# ---- peak_sched ----
`config.mk`:
```
export PLATFORM = sky130hd
export DESIGN_NAME = peak_sched
export DESIGN_NICKNAME = d
export VERILOG_FILES = /design/src/rtl/peak_sched.sv
export SDC_FILE = /design/constraint.sdc
export NUM_CORES = 1
export LEC_CHECK = 0
export ABC_AREA = 0
export CAP_MARGIN = 10
export CORE_MARGIN = 10
export CORE_UTILIZATION = 44
export DETAILED_ROUTE_END_ITERATION = 7
export SYNTH_ARGS = -nofsm -noshare
export SYNTH_HDL_FRONTEND = slang
export SYNTH_SLANG_ARGS = --single-unit
```
`constraint.sdc`:
```
create_clock -name dclk -period 2.3 [get_ports dclk]
set_clock_uncertainty 0.1 [all_clocks]
set_input_delay 0.345 -clock dclk [delete_from_list [all_inputs] [get_ports dclk]]
set_output_delay 0.345 -clock dclk [all_outputs]
set_load 0.01 [all_outputs]
```
`src/rtl/peak_sched.sv`:
```
// Two-channel windowed peak detector with a shared valid/ready result slot; result appears 2 cycles after a window's last sample.
// Samples have no back-pressure: a result still pending when its channel closes again is overwritten and flagged as overrun.
module peak_sched #(
  parameter int BUS_WIDTH = 6,
  parameter int CNT_WIDTH = 9
) (
  input  logic                 dclk,
  input  logic                 rst,
  input  logic                 enable,
  input  logic [CNT_WIDTH-1:0] win_len,
  input  logic                 s_valid,
  input  logic                 s_chan,
  input  logic [BUS_WIDTH-1:0] s_data,
  output logic                 m_valid,
  input  logic                 m_ready,
  output logic                 m_chan,
  output logic [BUS_WIDTH-1:0] m_peak,
  output logic                 overrun,
  output logic                 busy
);

  typedef enum logic [1:0] {IDLE, RUN, DRAIN} state_t;

  state_t               state, state_nx;
  logic [CNT_WIDTH-1:0] win_len_q;
  logic [CNT_WIDTH-1:0] cnt       [2];
  logic [BUS_WIDTH-1:0] run       [2];
  logic [BUS_WIDTH-1:0] pend_peak [2];
  logic [BUS_WIDTH-1:0] new_peak  [2];
  logic [1:0]           pend;
  logic [1:0]           hit;
  logic [1:0]           last;
  logic [1:0]           take;
  logic                 rr;
  logic                 sel;
  logic                 load;

  always_comb begin
    sel    = (pend == 2'b11) ? rr : pend[1];
    load   = (!m_valid || m_ready) && (pend != 2'b00);
    take   = {load && sel, load && !sel};
    // A strobe coinciding with enable falling is dropped along with the partial window.
    hit[0] = (state == RUN) && enable && s_valid && !s_chan;
    hit[1] = (state == RUN) && enable && s_valid && s_chan;
    for (int c = 0; c < 2; c++) begin
      new_peak[c] = (s_data > run[c]) ? s_data : run[c];
      last[c]     = hit[c] && (cnt[c] == win_len_q);
    end

    state_nx = state;
    case (state)
      IDLE:    if (enable) state_nx = RUN;
      RUN:     if (!enable) state_nx = DRAIN;
      DRAIN:   if ((pend == 2'b00) && !m_valid) state_nx = IDLE;
      default: state_nx = IDLE;
    endcase
  end

  always_ff @(posedge dclk) begin
    if (rst) begin
      state     <= IDLE;
      win_len_q <= '0;
      pend      <= '0;
      rr        <= 1'b0;
      m_valid   <= 1'b0;
      m_chan    <= 1'b0;
      m_peak    <= '0;
      overrun   <= 1'b0;
      busy      <= 1'b0;
      for (int c = 0; c < 2; c++) begin
        cnt[c]       <= '0;
        run[c]       <= '0;
        pend_peak[c] <= '0;
      end
    end else begin
      state <= state_nx;
      busy  <= (state_nx != IDLE);
      if (state == IDLE && enable)
        win_len_q <= win_len;

      for (int c = 0; c < 2; c++) begin
        if (state == RUN && !enable) begin
          cnt[c] <= '0;
          run[c] <= '0;
        end else if (last[c]) begin
          pend_peak[c] <= new_peak[c];
          run[c]       <= '0;
          cnt[c]       <= '0;
        end else if (hit[c]) begin
          run[c] <= new_peak[c];
          cnt[c] <= cnt[c] + 1'b1;
        end

        if (last[c])
          pend[c] <= 1'b1;
        else if (take[c])
          pend[c] <= 1'b0;

        if (last[c] && pend[c] && !take[c])
          overrun <= 1'b1;
      end

      if (load) begin
        m_valid <= 1'b1;
        m_chan  <= sel;
        m_peak  <= pend_peak[sel];
        if (pend == 2'b11)
          rr <= ~rr;
      end else if (m_ready) begin
        m_valid <= 1'b0;
      end
    end
  end

endmodule

```
# ---- fetch_unit_flat ----
File: src/rtl/fetch_unit_if.sv
// Fetch-stage bus bundle: instruction-memory request/response plus the decoder-side
// instruction handshake and redirect.
interface fetch_unit_if;
  logic        imem_req_valid;
  logic        imem_req_ready;
  logic [31:0] imem_req_addr;
  logic        imem_rsp_valid;
  logic [31:0] imem_rsp_data;
  logic        inst_valid;
  logic        inst_ready;
  logic [31:0] inst;
  logic [31:0] inst_pc;
  logic        redirect;
  logic [31:0] redirect_target;

  modport master (
    output imem_req_valid, imem_req_addr, inst_valid, inst, inst_pc,
    input  imem_req_ready, imem_rsp_valid, imem_rsp_data, inst_ready,
           redirect, redirect_target
  );

  modport slave (
    input  imem_req_valid, imem_req_addr, inst_valid, inst, inst_pc,
    output imem_req_ready, imem_rsp_valid, imem_rsp_data, inst_ready,
           redirect, redirect_target
  );
endinterface

File: src/rtl/fetch_unit.sv
// Instruction fetch stage: owns the PC, issues credit-limited in-order memory requests,
// buffers responses with their PC and squashes stale traffic on redirect.
module fetch_unit #(
  parameter logic [31:0] RESET_PC  = 32'h0000_0000,
  parameter int unsigned BUF_DEPTH = 2
) (
  input logic         clk,
  input logic         rst_n,
  fetch_unit_if.master bus
);

  localparam int unsigned PTR_W  = $clog2(BUF_DEPTH);
  localparam int unsigned CNT_W  = $clog2(BUF_DEPTH + 1);
  localparam int unsigned USED_W = CNT_W + 1;

  logic             run_q, run_d;
  logic [31:0]      fetch_pc_q, fetch_pc_d;
  logic [31:0]      rsp_pc_q, rsp_pc_d;
  logic [CNT_W-1:0] outstanding_q, outstanding_d;
  logic [CNT_W-1:0] drop_cnt_q, drop_cnt_d;
  logic [CNT_W-1:0] count_q, count_d;
  logic [PTR_W-1:0] wr_ptr_q, wr_ptr_d;
  logic [PTR_W-1:0] rd_ptr_q, rd_ptr_d;
  logic [31:0]      pc_mem_q   [BUF_DEPTH];
  logic [31:0]      pc_mem_d   [BUF_DEPTH];
  logic [31:0]      data_mem_q [BUF_DEPTH];
  logic [31:0]      data_mem_d [BUF_DEPTH];

  logic [USED_W-1:0] used;
  logic              inst_valid_c;
  logic              pop;
  logic              push;
  logic              req_valid_c;
  logic              accept;
  logic              rsp;
  logic [31:0]       tgt;

  always_comb begin
    used         = USED_W'(outstanding_q) + USED_W'(count_q);
    inst_valid_c = (count_q != '0);
    pop          = inst_valid_c & bus.inst_ready;
    // A slot freed by this cycle's pop may be re-credited at once for full throughput.
    req_valid_c  = run_q & ~bus.redirect &
                   ((used - USED_W'(pop)) < USED_W'(BUF_DEPTH));
    accept       = req_valid_c & bus.imem_req_ready;
    rsp          = bus.imem_rsp_valid;
    push         = rsp & (drop_cnt_q == '0);
    tgt          = bus.redirect_target & ~32'h3;

    run_d         = 1'b1;
    fetch_pc_d    = fetch_pc_q;
    rsp_pc_d      = rsp_pc_q;
    outstanding_d = outstanding_q + CNT_W'(accept) - CNT_W'(rsp);
    drop_cnt_d    = drop_cnt_q;
    count_d       = count_q;
    wr_ptr_d      = wr_ptr_q;
    rd_ptr_d      = rd_ptr_q;
    for (int i = 0; i < BUF_DEPTH; i++) begin
      pc_mem_d[i]   = pc_mem_q[i];
      data_mem_d[i] = data_mem_q[i];
    end

    if (accept) fetch_pc_d = fetch_pc_q + 32'd4;
    if (rsp && drop_cnt_q != '0) drop_cnt_d = drop_cnt_q - CNT_W'(1);

    if (bus.redirect) begin
      // Everything still in flight after this cycle's response is stale.
      fetch_pc_d = tgt;
      rsp_pc_d   = tgt;
      drop_cnt_d = outstanding_q - CNT_W'(rsp);
      count_d    = '0;
      wr_ptr_d   = '0;
      rd_ptr_d   = '0;
    end else begin
      if (push) begin
        pc_mem_d[wr_ptr_q]   = rsp_pc_q;
        data_mem_d[wr_ptr_q] = bus.imem_rsp_data;
        wr_ptr_d             = wr_ptr_q + PTR_W'(1);
        rsp_pc_d             = rsp_pc_q + 32'd4;
      end
      if (pop) rd_ptr_d = rd_ptr_q + PTR_W'(1);
      count_d = count_q + CNT_W'(push) - CNT_W'(pop);
    end
  end

  always_ff @(posedge clk or negedge rst_n) begin
    if (!rst_n) begin
      run_q         <= 1'b0;
      fetch_pc_q    <= RESET_PC;
      rsp_pc_q      <= RESET_PC;
      outstanding_q <= '0;
      drop_cnt_q    <= '0;
      count_q       <= '0;
      wr_ptr_q      <= '0;
      rd_ptr_q      <= '0;
      for (int i = 0; i < BUF_DEPTH; i++) begin
        pc_mem_q[i]   <= '0;
        data_mem_q[i] <= '0;
      end
    end else begin
      run_q         <= run_d;
      fetch_pc_q    <= fetch_pc_d;
      rsp_pc_q      <= rsp_pc_d;
      outstanding_q <= outstanding_d;
      drop_cnt_q    <= drop_cnt_d;
      count_q       <= count_d;
      wr_ptr_q      <= wr_ptr_d;
      rd_ptr_q      <= rd_ptr_d;
      for (int i = 0; i < BUF_DEPTH; i++) begin
        pc_mem_q[i]   <= pc_mem_d[i];
        data_mem_q[i] <= data_mem_d[i];
      end
    end
  end

  assign bus.imem_req_valid = req_valid_c;
  assign bus.imem_req_addr  = fetch_pc_q;
  assign bus.inst_valid     = inst_valid_c;
  assign bus.inst           = data_mem_q[rd_ptr_q];
  assign bus.inst_pc        = pc_mem_q[rd_ptr_q];

endmodule

File: src/flat_wrapper.sv
// flat-port wrapper written by rule: the top's interface ports become plain ports
module fetch_unit_flat 
#(
  parameter logic [31:0] RESET_PC  = 32'h0000_0000,
  parameter int unsigned BUF_DEPTH = 2
)
  (clk, rst_n, bus_imem_req_valid, bus_imem_req_addr, bus_inst_valid, bus_inst, bus_inst_pc, bus_imem_req_ready, bus_imem_rsp_valid, bus_imem_rsp_data, bus_inst_ready, bus_redirect, bus_redirect_target);
  fetch_unit_if bus_i ();
  input logic clk;
  input logic rst_n;
  output wire logic [$bits(bus_i.imem_req_valid)-1:0] bus_imem_req_valid;
  output wire logic [$bits(bus_i.imem_req_addr)-1:0] bus_imem_req_addr;
  output wire logic [$bits(bus_i.inst_valid)-1:0] bus_inst_valid;
  output wire logic [$bits(bus_i.inst)-1:0] bus_inst;
  output wire logic [$bits(bus_i.inst_pc)-1:0] bus_inst_pc;
  input wire logic [$bits(bus_i.imem_req_ready)-1:0] bus_imem_req_ready;
  input wire logic [$bits(bus_i.imem_rsp_valid)-1:0] bus_imem_rsp_valid;
  input wire logic [$bits(bus_i.imem_rsp_data)-1:0] bus_imem_rsp_data;
  input wire logic [$bits(bus_i.inst_ready)-1:0] bus_inst_ready;
  input wire logic [$bits(bus_i.redirect)-1:0] bus_redirect;
  input wire logic [$bits(bus_i.redirect_target)-1:0] bus_redirect_target;
  assign bus_imem_req_valid = bus_i.imem_req_valid;
  assign bus_imem_req_addr = bus_i.imem_req_addr;
  assign bus_inst_valid = bus_i.inst_valid;
  assign bus_inst = bus_i.inst;
  assign bus_inst_pc = bus_i.inst_pc;
  assign bus_i.imem_req_ready = bus_imem_req_ready;
  assign bus_i.imem_rsp_valid = bus_imem_rsp_valid;
  assign bus_i.imem_rsp_data = bus_imem_rsp_data;
  assign bus_i.inst_ready = bus_inst_ready;
  assign bus_i.redirect = bus_redirect;
  assign bus_i.redirect_target = bus_redirect_target;
  fetch_unit #(.RESET_PC(RESET_PC), .BUF_DEPTH(BUF_DEPTH)) u_core (.clk(clk), .rst_n(rst_n), .bus(bus_i));
endmodule
File: config.mk
export PLATFORM = sky130hd
export DESIGN_NAME = fetch_unit_flat
export DESIGN_NICKNAME = d
export VERILOG_FILES = /design/src/rtl/fetch_unit_if.sv /design/src/rtl/fetch_unit.sv /design/src/flat_wrapper.sv
export SDC_FILE = /design/constraint.sdc
export NUM_CORES = 1
export LEC_CHECK = 0
export CORE_ASPECT_RATIO = 1.25
export CORE_MARGIN = 2
export CORE_UTILIZATION = 45
export CTS_CLUSTER_SIZE = 40
export DETAILED_ROUTE_END_ITERATION = 8
export HOLD_SLACK_MARGIN = 0.06
export PLACE_DENSITY = 0.74
export SETUP_SLACK_MARGIN = 0.5
export SYNTH_ARGS = -nofsm -noshare
export SYNTH_HDL_FRONTEND = slang
export SYNTH_SLANG_ARGS = --single-unit
File: constraint.sdc
create_clock -name clk -period 3.18 [get_ports clk]
set_clock_uncertainty 0.1 [all_clocks]
set_input_delay 0.318 -clock clk [delete_from_list [all_inputs] [get_ports clk]]
set_output_delay 0.318 -clock clk [all_outputs]
set_load 0.02 [all_outputs]
# ---- switch_allocator_np ----
===== src/rtl/noc_sa_pkg.sv =====
// noc_sa_pkg: shared constants and helpers for the N-port switch allocator.
//   - MAX_PORTS       : largest supported router radix
//   - PORT_*          : conventional port indices of a 2D-mesh router
//   - lock_state_e    : per-output wormhole lock state
//   - dst_is_empty()  : true when a destination field encodes "no request"
//   - cyclic_next()   : next index in a ring of n entries (wraps n-1 -> 0)
package noc_sa_pkg;

    localparam int MAX_PORTS = 16;

    // Mesh direction indices as used by the route-compute stage.
    localparam int PORT_LOCAL = 0;
    localparam int PORT_XPOS  = 1;
    localparam int PORT_XNEG  = 2;
    localparam int PORT_YPOS  = 3;
    localparam int PORT_YNEG  = 4;

    typedef enum logic {
        ST_IDLE   = 1'b0,
        ST_LOCKED = 1'b1
    } lock_state_e;

    // Any destination index at or beyond the port count means "empty".
    function automatic bit dst_is_empty(input int dst, input int n);
        return dst >= n;
    endfunction

    function automatic int cyclic_next(input int idx, input int n);
        return (idx + 1 >= n) ? 0 : idx + 1;
    endfunction

endpackage


===== src/rtl/rr_arbiter.sv =====
// rr_arbiter: combinational round-robin arbiter.
//   req : request vector, one bit per input
//   ptr : highest-priority index; search proceeds cyclically from here
//   gnt : one-hot grant (all zero when no request)
//   idx : binary index of the granted input (0 when no request)
//   any : at least one request present
module rr_arbiter
    import noc_sa_pkg::*;
#(
    parameter  int NUM_PORTS = 5,
    localparam int PORT_W    = $clog2(NUM_PORTS)
) (
    input  logic [NUM_PORTS-1:0] req,
    input  logic [PORT_W-1:0]    ptr,
    output logic [NUM_PORTS-1:0] gnt,
    output logic [PORT_W-1:0]    idx,
    output logic                 any
);

    logic [PORT_W:0]   sum;
    logic [PORT_W-1:0] cand;

    always_comb begin
        gnt  = '0;
        idx  = '0;
        any  = 1'b0;
        sum  = '0;
        cand = '0;
        for (int k = 0; k < NUM_PORTS; k++) begin
            // ptr + k folded back into 0..NUM_PORTS-1 (ptr is always < NUM_PORTS)
            sum = {1'b0, ptr} + (PORT_W+1)'(k);
            if (sum >= (PORT_W+1)'(NUM_PORTS)) begin
                sum = sum - (PORT_W+1)'(NUM_PORTS);
            end
            cand = sum[PORT_W-1:0];
            if (!any && req[cand]) begin
                any       = 1'b1;
                gnt[cand] = 1'b1;
                idx       = cand;
            end
        end
    end

endmodule


===== src/rtl/switch_allocator_np.sv =====
// switch_allocator_np: N-port switch allocator with per-output round-robin
// arbitration and wormhole packet locking.
//   clk, rst_n : router clock, asynchronous active-low reset
//   en         : allocator enable; low freezes all state and suppresses grants
//   in_req     : input i has a flit requesting switch traversal
//   in_dst     : requested output index per input (slice i); >= NUM_PORTS is empty
//   in_tail    : input i's flit ends its packet
//   out_busy   : output o has no downstream credit
//   in_gnt     : registered; input i's flit traverses (pop its buffer)
//   out_sw     : registered crossbar select per output (slice o)
//   out_vld    : registered; output o carries a valid flit
module switch_allocator_np
    import noc_sa_pkg::*;
#(
    parameter  int NUM_PORTS = 5,
    localparam int PORT_W    = $clog2(NUM_PORTS)
) (
    input  logic                        clk,
    input  logic                        rst_n,
    input  logic                        en,
    input  logic [NUM_PORTS-1:0]        in_req,
    input  logic [NUM_PORTS*PORT_W-1:0] in_dst,
    input  logic [NUM_PORTS-1:0]        in_tail,
    input  logic [NUM_PORTS-1:0]        out_busy,
    output logic [NUM_PORTS-1:0]        in_gnt,
    output logic [NUM_PORTS*PORT_W-1:0] out_sw,
    output logic [NUM_PORTS-1:0]        out_vld
);

    // grant_mat[o][i]: output o grants input i this cycle
    logic [NUM_PORTS-1:0] grant_mat [NUM_PORTS];
    logic [NUM_PORTS-1:0] in_gnt_next;
    logic [NUM_PORTS-1:0] in_gnt_reg;

    for (genvar gi = 0; gi < NUM_PORTS; gi++) begin : g_out
        logic [NUM_PORTS-1:0] req_vec;
        logic [NUM_PORTS-1:0] arb_gnt;
        logic [PORT_W-1:0]    arb_idx;
        logic                 arb_any;
        logic                 locked;
        logic                 fire;
        logic [PORT_W-1:0]    win;

        lock_state_e          state_reg;
        logic [PORT_W-1:0]    owner_reg;
        logic [PORT_W-1:0]    ptr_reg;
        logic [PORT_W-1:0]    sw_reg;
        logic                 vld_reg;

        for (genvar gj = 0; gj < NUM_PORTS; gj++) begin : g_req
            assign req_vec[gj] = in_req[gj]
                && !dst_is_empty(int'(in_dst[gj*PORT_W +: PORT_W]), NUM_PORTS)
                && (in_dst[gj*PORT_W +: PORT_W] == PORT_W'(gi));
        end

        rr_arbiter #(.NUM_PORTS(NUM_PORTS)) u_arb (
            .req (req_vec),
            .ptr (ptr_reg),
            .gnt (arb_gnt),
            .idx (arb_idx),
            .any (arb_any)
        );

        // While locked only the owner may use the output; everyone else waits.
        always_comb begin
            locked = (state_reg == ST_LOCKED);
            win    = locked ? owner_reg : arb_idx;
            fire   = en && !out_busy[gi] && (locked ? req_vec[owner_reg] : arb_any);
        end

        assign grant_mat[gi] = !fire  ? '0 :
                               locked ? (NUM_PORTS'(1) << owner_reg) : arb_gnt;

        always_ff @(posedge clk or negedge rst_n) begin
            if (!rst_n) begin
                state_reg <= ST_IDLE;
                owner_reg <= '0;
                ptr_reg   <= '0;
                sw_reg    <= '0;
                vld_reg   <= 1'b0;
            end else begin
                vld_reg <= fire;
                if (fire) begin
                    sw_reg <= win;
                    if (in_tail[win]) begin
                        // Packet finished: release and rotate priority past the winner.
                        state_reg <= ST_IDLE;
                        ptr_reg   <= PORT_W'(cyclic_next(int'(win), NUM_PORTS));
                    end else begin
                        state_reg <= ST_LOCKED;
                        owner_reg <= win;
                    end
                end
            end
        end

        assign out_sw[gi*PORT_W +: PORT_W] = sw_reg;
        assign out_vld[gi]                 = vld_reg;
    end

    // Each input names a single destination, so at most one row hits per input.
    always_comb begin
        in_gnt_next = '0;
        for (int o = 0; o < NUM_PORTS; o++) begin
            in_gnt_next = in_gnt_next | grant_mat[o];
        end
    end

    always_ff @(posedge clk or negedge rst_n) begin
        if (!rst_n) begin
            in_gnt_reg <= '0;
        end else begin
            in_gnt_reg <= in_gnt_next;
        end
    end

    assign in_gnt = in_gnt_reg;

endmodule


===== config.mk =====
export PLATFORM = sky130hd
export DESIGN_NAME = switch_allocator_np
export DESIGN_NICKNAME = d
export VERILOG_FILES = /design/src/rtl/noc_sa_pkg.sv /design/src/rtl/rr_arbiter.sv /design/src/rtl/switch_allocator_np.sv
export SDC_FILE = /design/constraint.sdc
export NUM_CORES = 1
export LEC_CHECK = 0
export ABC_AREA = 0
export CAP_MARGIN = 0
export CORE_ASPECT_RATIO = 0.8
export CORE_UTILIZATION = 23
export CTS_BUF_LIST = sky130_fd_sc_hd__clkbuf_8
export CTS_CLUSTER_SIZE = 28
export DETAILED_ROUTE_END_ITERATION = 10
export SETUP_SLACK_MARGIN = 0.3
export SYNTH_ARGS = -nofsm -noshare
export SYNTH_HDL_FRONTEND = slang
export SYNTH_SLANG_ARGS = --single-unit

===== constraint.sdc =====
create_clock -name clk -period 6.39 [get_ports clk]
set_input_delay 0.9585 -clock clk [delete_from_list [all_inputs] [get_ports clk]]
set_output_delay 0.9585 -clock clk [all_outputs]
set_load 0.05 [all_outputs]

fetch_unit_flat, clock distribution:
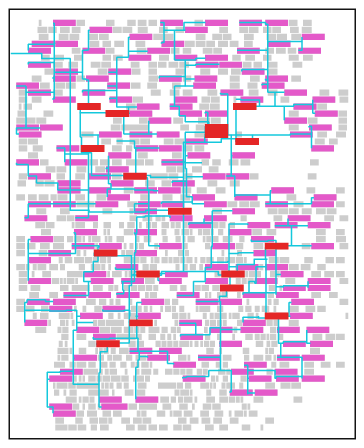
[cyan] clock wires | length: 2380 um
[magenta] flip-flops | count: 193
[red] clock drivers | count: 17
routed clock nets: 18
flops lie: spread over the die

==> PnR_summary.wiki, fetch_unit_flat <==
== Implementation results ==
{| class="wikitable"
! Metric !! Value
|-
| Status || finished clean
|-
| Post-layout instance area || 12300 um^2
|-
| Total met2 wirelength after detailed routing || 12200 um
|-
| CTS tree || built
|-
| Cell type with the largest total area after synthesis || dfrtp_1
|-
| RSZ-0062 raised after global routing || true
|-
| Clock buffer count from CTS || 17
|-
| Post-CTS repair timing setup buffer count || 5
|-
| FMAX || 366 MHz
|-
| Core region area || 20800 um^2
|-
| Number of maximum-capacitance violations || 0
|-
| Min-delay src || bus_redirect
|-
| Delay contributed by the slowest stage of the critical path || 0.54 ns
|-
| Number of cells in the design after placement || 1202
|-
| Worst Hold Margin || 0.142 ns
|-
| Non-CTS buffers || 190
|-
| Nets@finish || 1039
|-
| I/O pin cnt || 168
|-
| Port Buffer Count || 161
|-
| Buf/Inv on CP || 1
|-
| Worst slew pin tran || 0.834 ns
|-
| Highest-count cells in the layout ignoring fill and taps || mux2_2, dfrtp_1, clkdlybuf4s50_1, nor2_1, nand2_1
|-
| Vias per std cell || 5.66
|-
| Multi-input combinational gate total || 539
|-
| Cell with the biggest individual delay on the critical path || fa_2
|-
| Number of remaining DRC errors || 0
|-
| Antenna violation net count after detailed routing || 0
|}
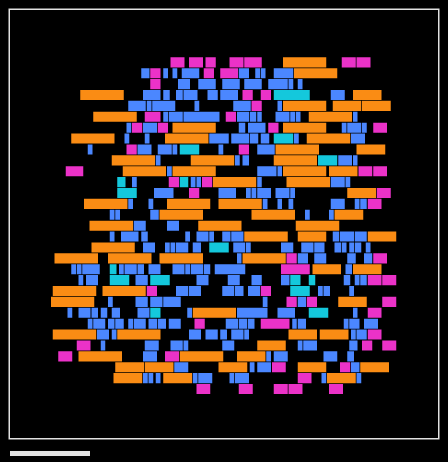
peak_sched: placement by cell class
The bar under the picture is 20 um long.
[magenta] other buffers and delay cells | cells: 57 | share of their area: 13%
[cyan] clock drivers and dummy loads | cells: 16 | share of their area: 4.6%
[orange] flops | cells: 66 | share of their area: 43%
[blue] combinational and other logic | cells: 225 | share of their area: 39%
final core utilization: 0.569
Seq area share: 0.420
post-layout instance area: 4150 um^2
Cell Rows: 31
core region area: 7290 um^2

==> PnR_summary.wiki, peak_sched <==
== Implementation results ==
{| class="wikitable"
! Metric !! Value
|-
| Status || finished clean
|-
| Biggest regs || cnt: 18 flops, pend_peak: 12 flops, run: 12 flops
|-
| Crit Reg-Reg Endpoint || pend_peak[1][4]$_SDFFCE_PN0P_
|-
| Arrival time at the worst endpoint || 2.21 ns
|-
| Antenna violation net count after detailed routing || 0
|-
| Number of clock-tree buffers in the layout || 10
|-
| Most flop-heavy register || cnt
|-
| Most numerous logic cell after layout || nor2_1
|-
| Kind of cell adding the most delay to the critical path || buffers and inverters
|-
| Sum Neg Setup Slack || 0 ns
|-
| Cell area reported after detailed placement || 3920 um^2
|-
| Post-synth cell types || 40
|-
| Number of well taps || 99
|-
| CTS root buffer || clkbuf_8
|-
| Total met2 wirelength after detailed routing || 3120 um
|-
| Non-CTS buffers || 57
|-
| Nets@finish || 394
|-
| Non-clock inverter instance count of the final layout || 15
|-
| Cycle use final || 0.972
|-
| Total congestion overflow after global routing || 0
|-
| CP cell instances || clkdlybuf4s50_1 -> buf_4 -> ha_1 -> and4_1 -> and3_1 -> a31oi_2 -> buf_4 -> mux2i_1 -> nor2_1
|-
| Share of synthesized cell area in and-or and or-and compound cells || 0.0674
|}
switch_allocator_np, routing congestion map:
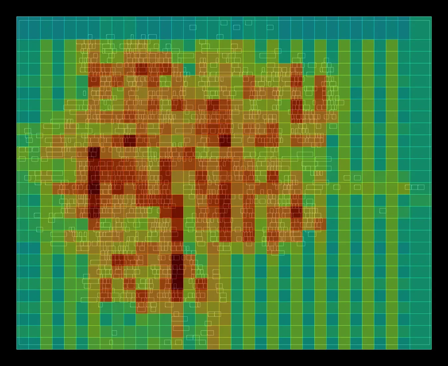
GR Util All Layers: 0.172
mean routed wirelength per cell: 20.1 um

==> PnR_summary.wiki, switch_allocator_np <==
== Implementation results ==
{| class="wikitable"
! Metric !! Value
|-
| Status || finished clean
|-
| Cell with the biggest individual delay on the critical path || dfrtp_1
|-
| Least setup slack across all paths after layout || 0.933 ns
|-
| Non-clock inverter instance count of the final layout || 68
|-
| Total cell area reported by yosys after synthesis || 10400 um^2
|-
| Maximum fanout encountered on the critical timing path || 19
|-
| Cell type with the largest total area after synthesis || dfrtp_1
|-
| Floorplan net count || 1476
|-
| Max layer used || met4
|-
| Kind of cell adding the most delay to the critical path || AND-OR/OR-AND gates
|-
| Post-Layout Cell Count || 2016
|-
| Total congestion overflow after global routing || 0
|-
| Most repeated cell in the gate-level netlist after synthesis || nand2_1
|-
| EDFF count, synth || 0
|-
| Main synth FF type || dfrtp_1
|-
| Core region area || 44600 um^2
|-
| Area taken by flip-flops and latches || 1500 um^2
|-
| Ys async rst share || 1.00
|-
| Number of cells on the worst reg-to-reg path || 12
|-
| Warning count from the yosys run || 0
|-
| Dominant kind of combinational cell || AND-OR/OR-AND gates
|-
| Reg-to-reg slack, setup || 0.93 ns
|}


## Gallery

Where the registers sit.
Plate I
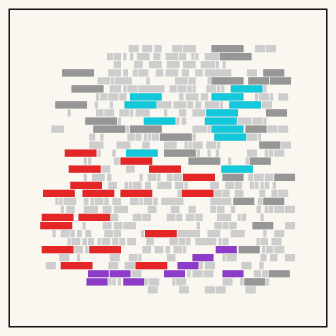
Plate II
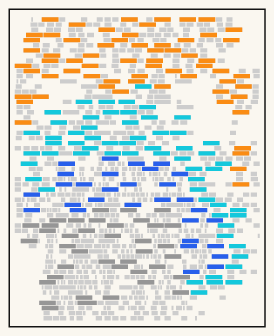
Plate III
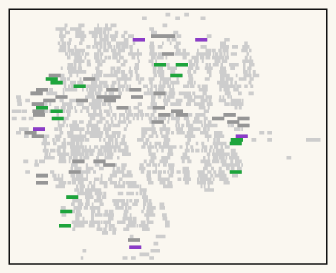
fetch_unit_flat is Plate II.
peak_sched is Plate I.
switch_allocator_np is Plate III.
Of these, fewest cells: Plate I
Of these, most sequential cells: Plate II

Key to Plate III:
[green] g_out.ptr_reg | flops: 15
[purple] g_out.vld_reg | flops: 5
not colored: 40

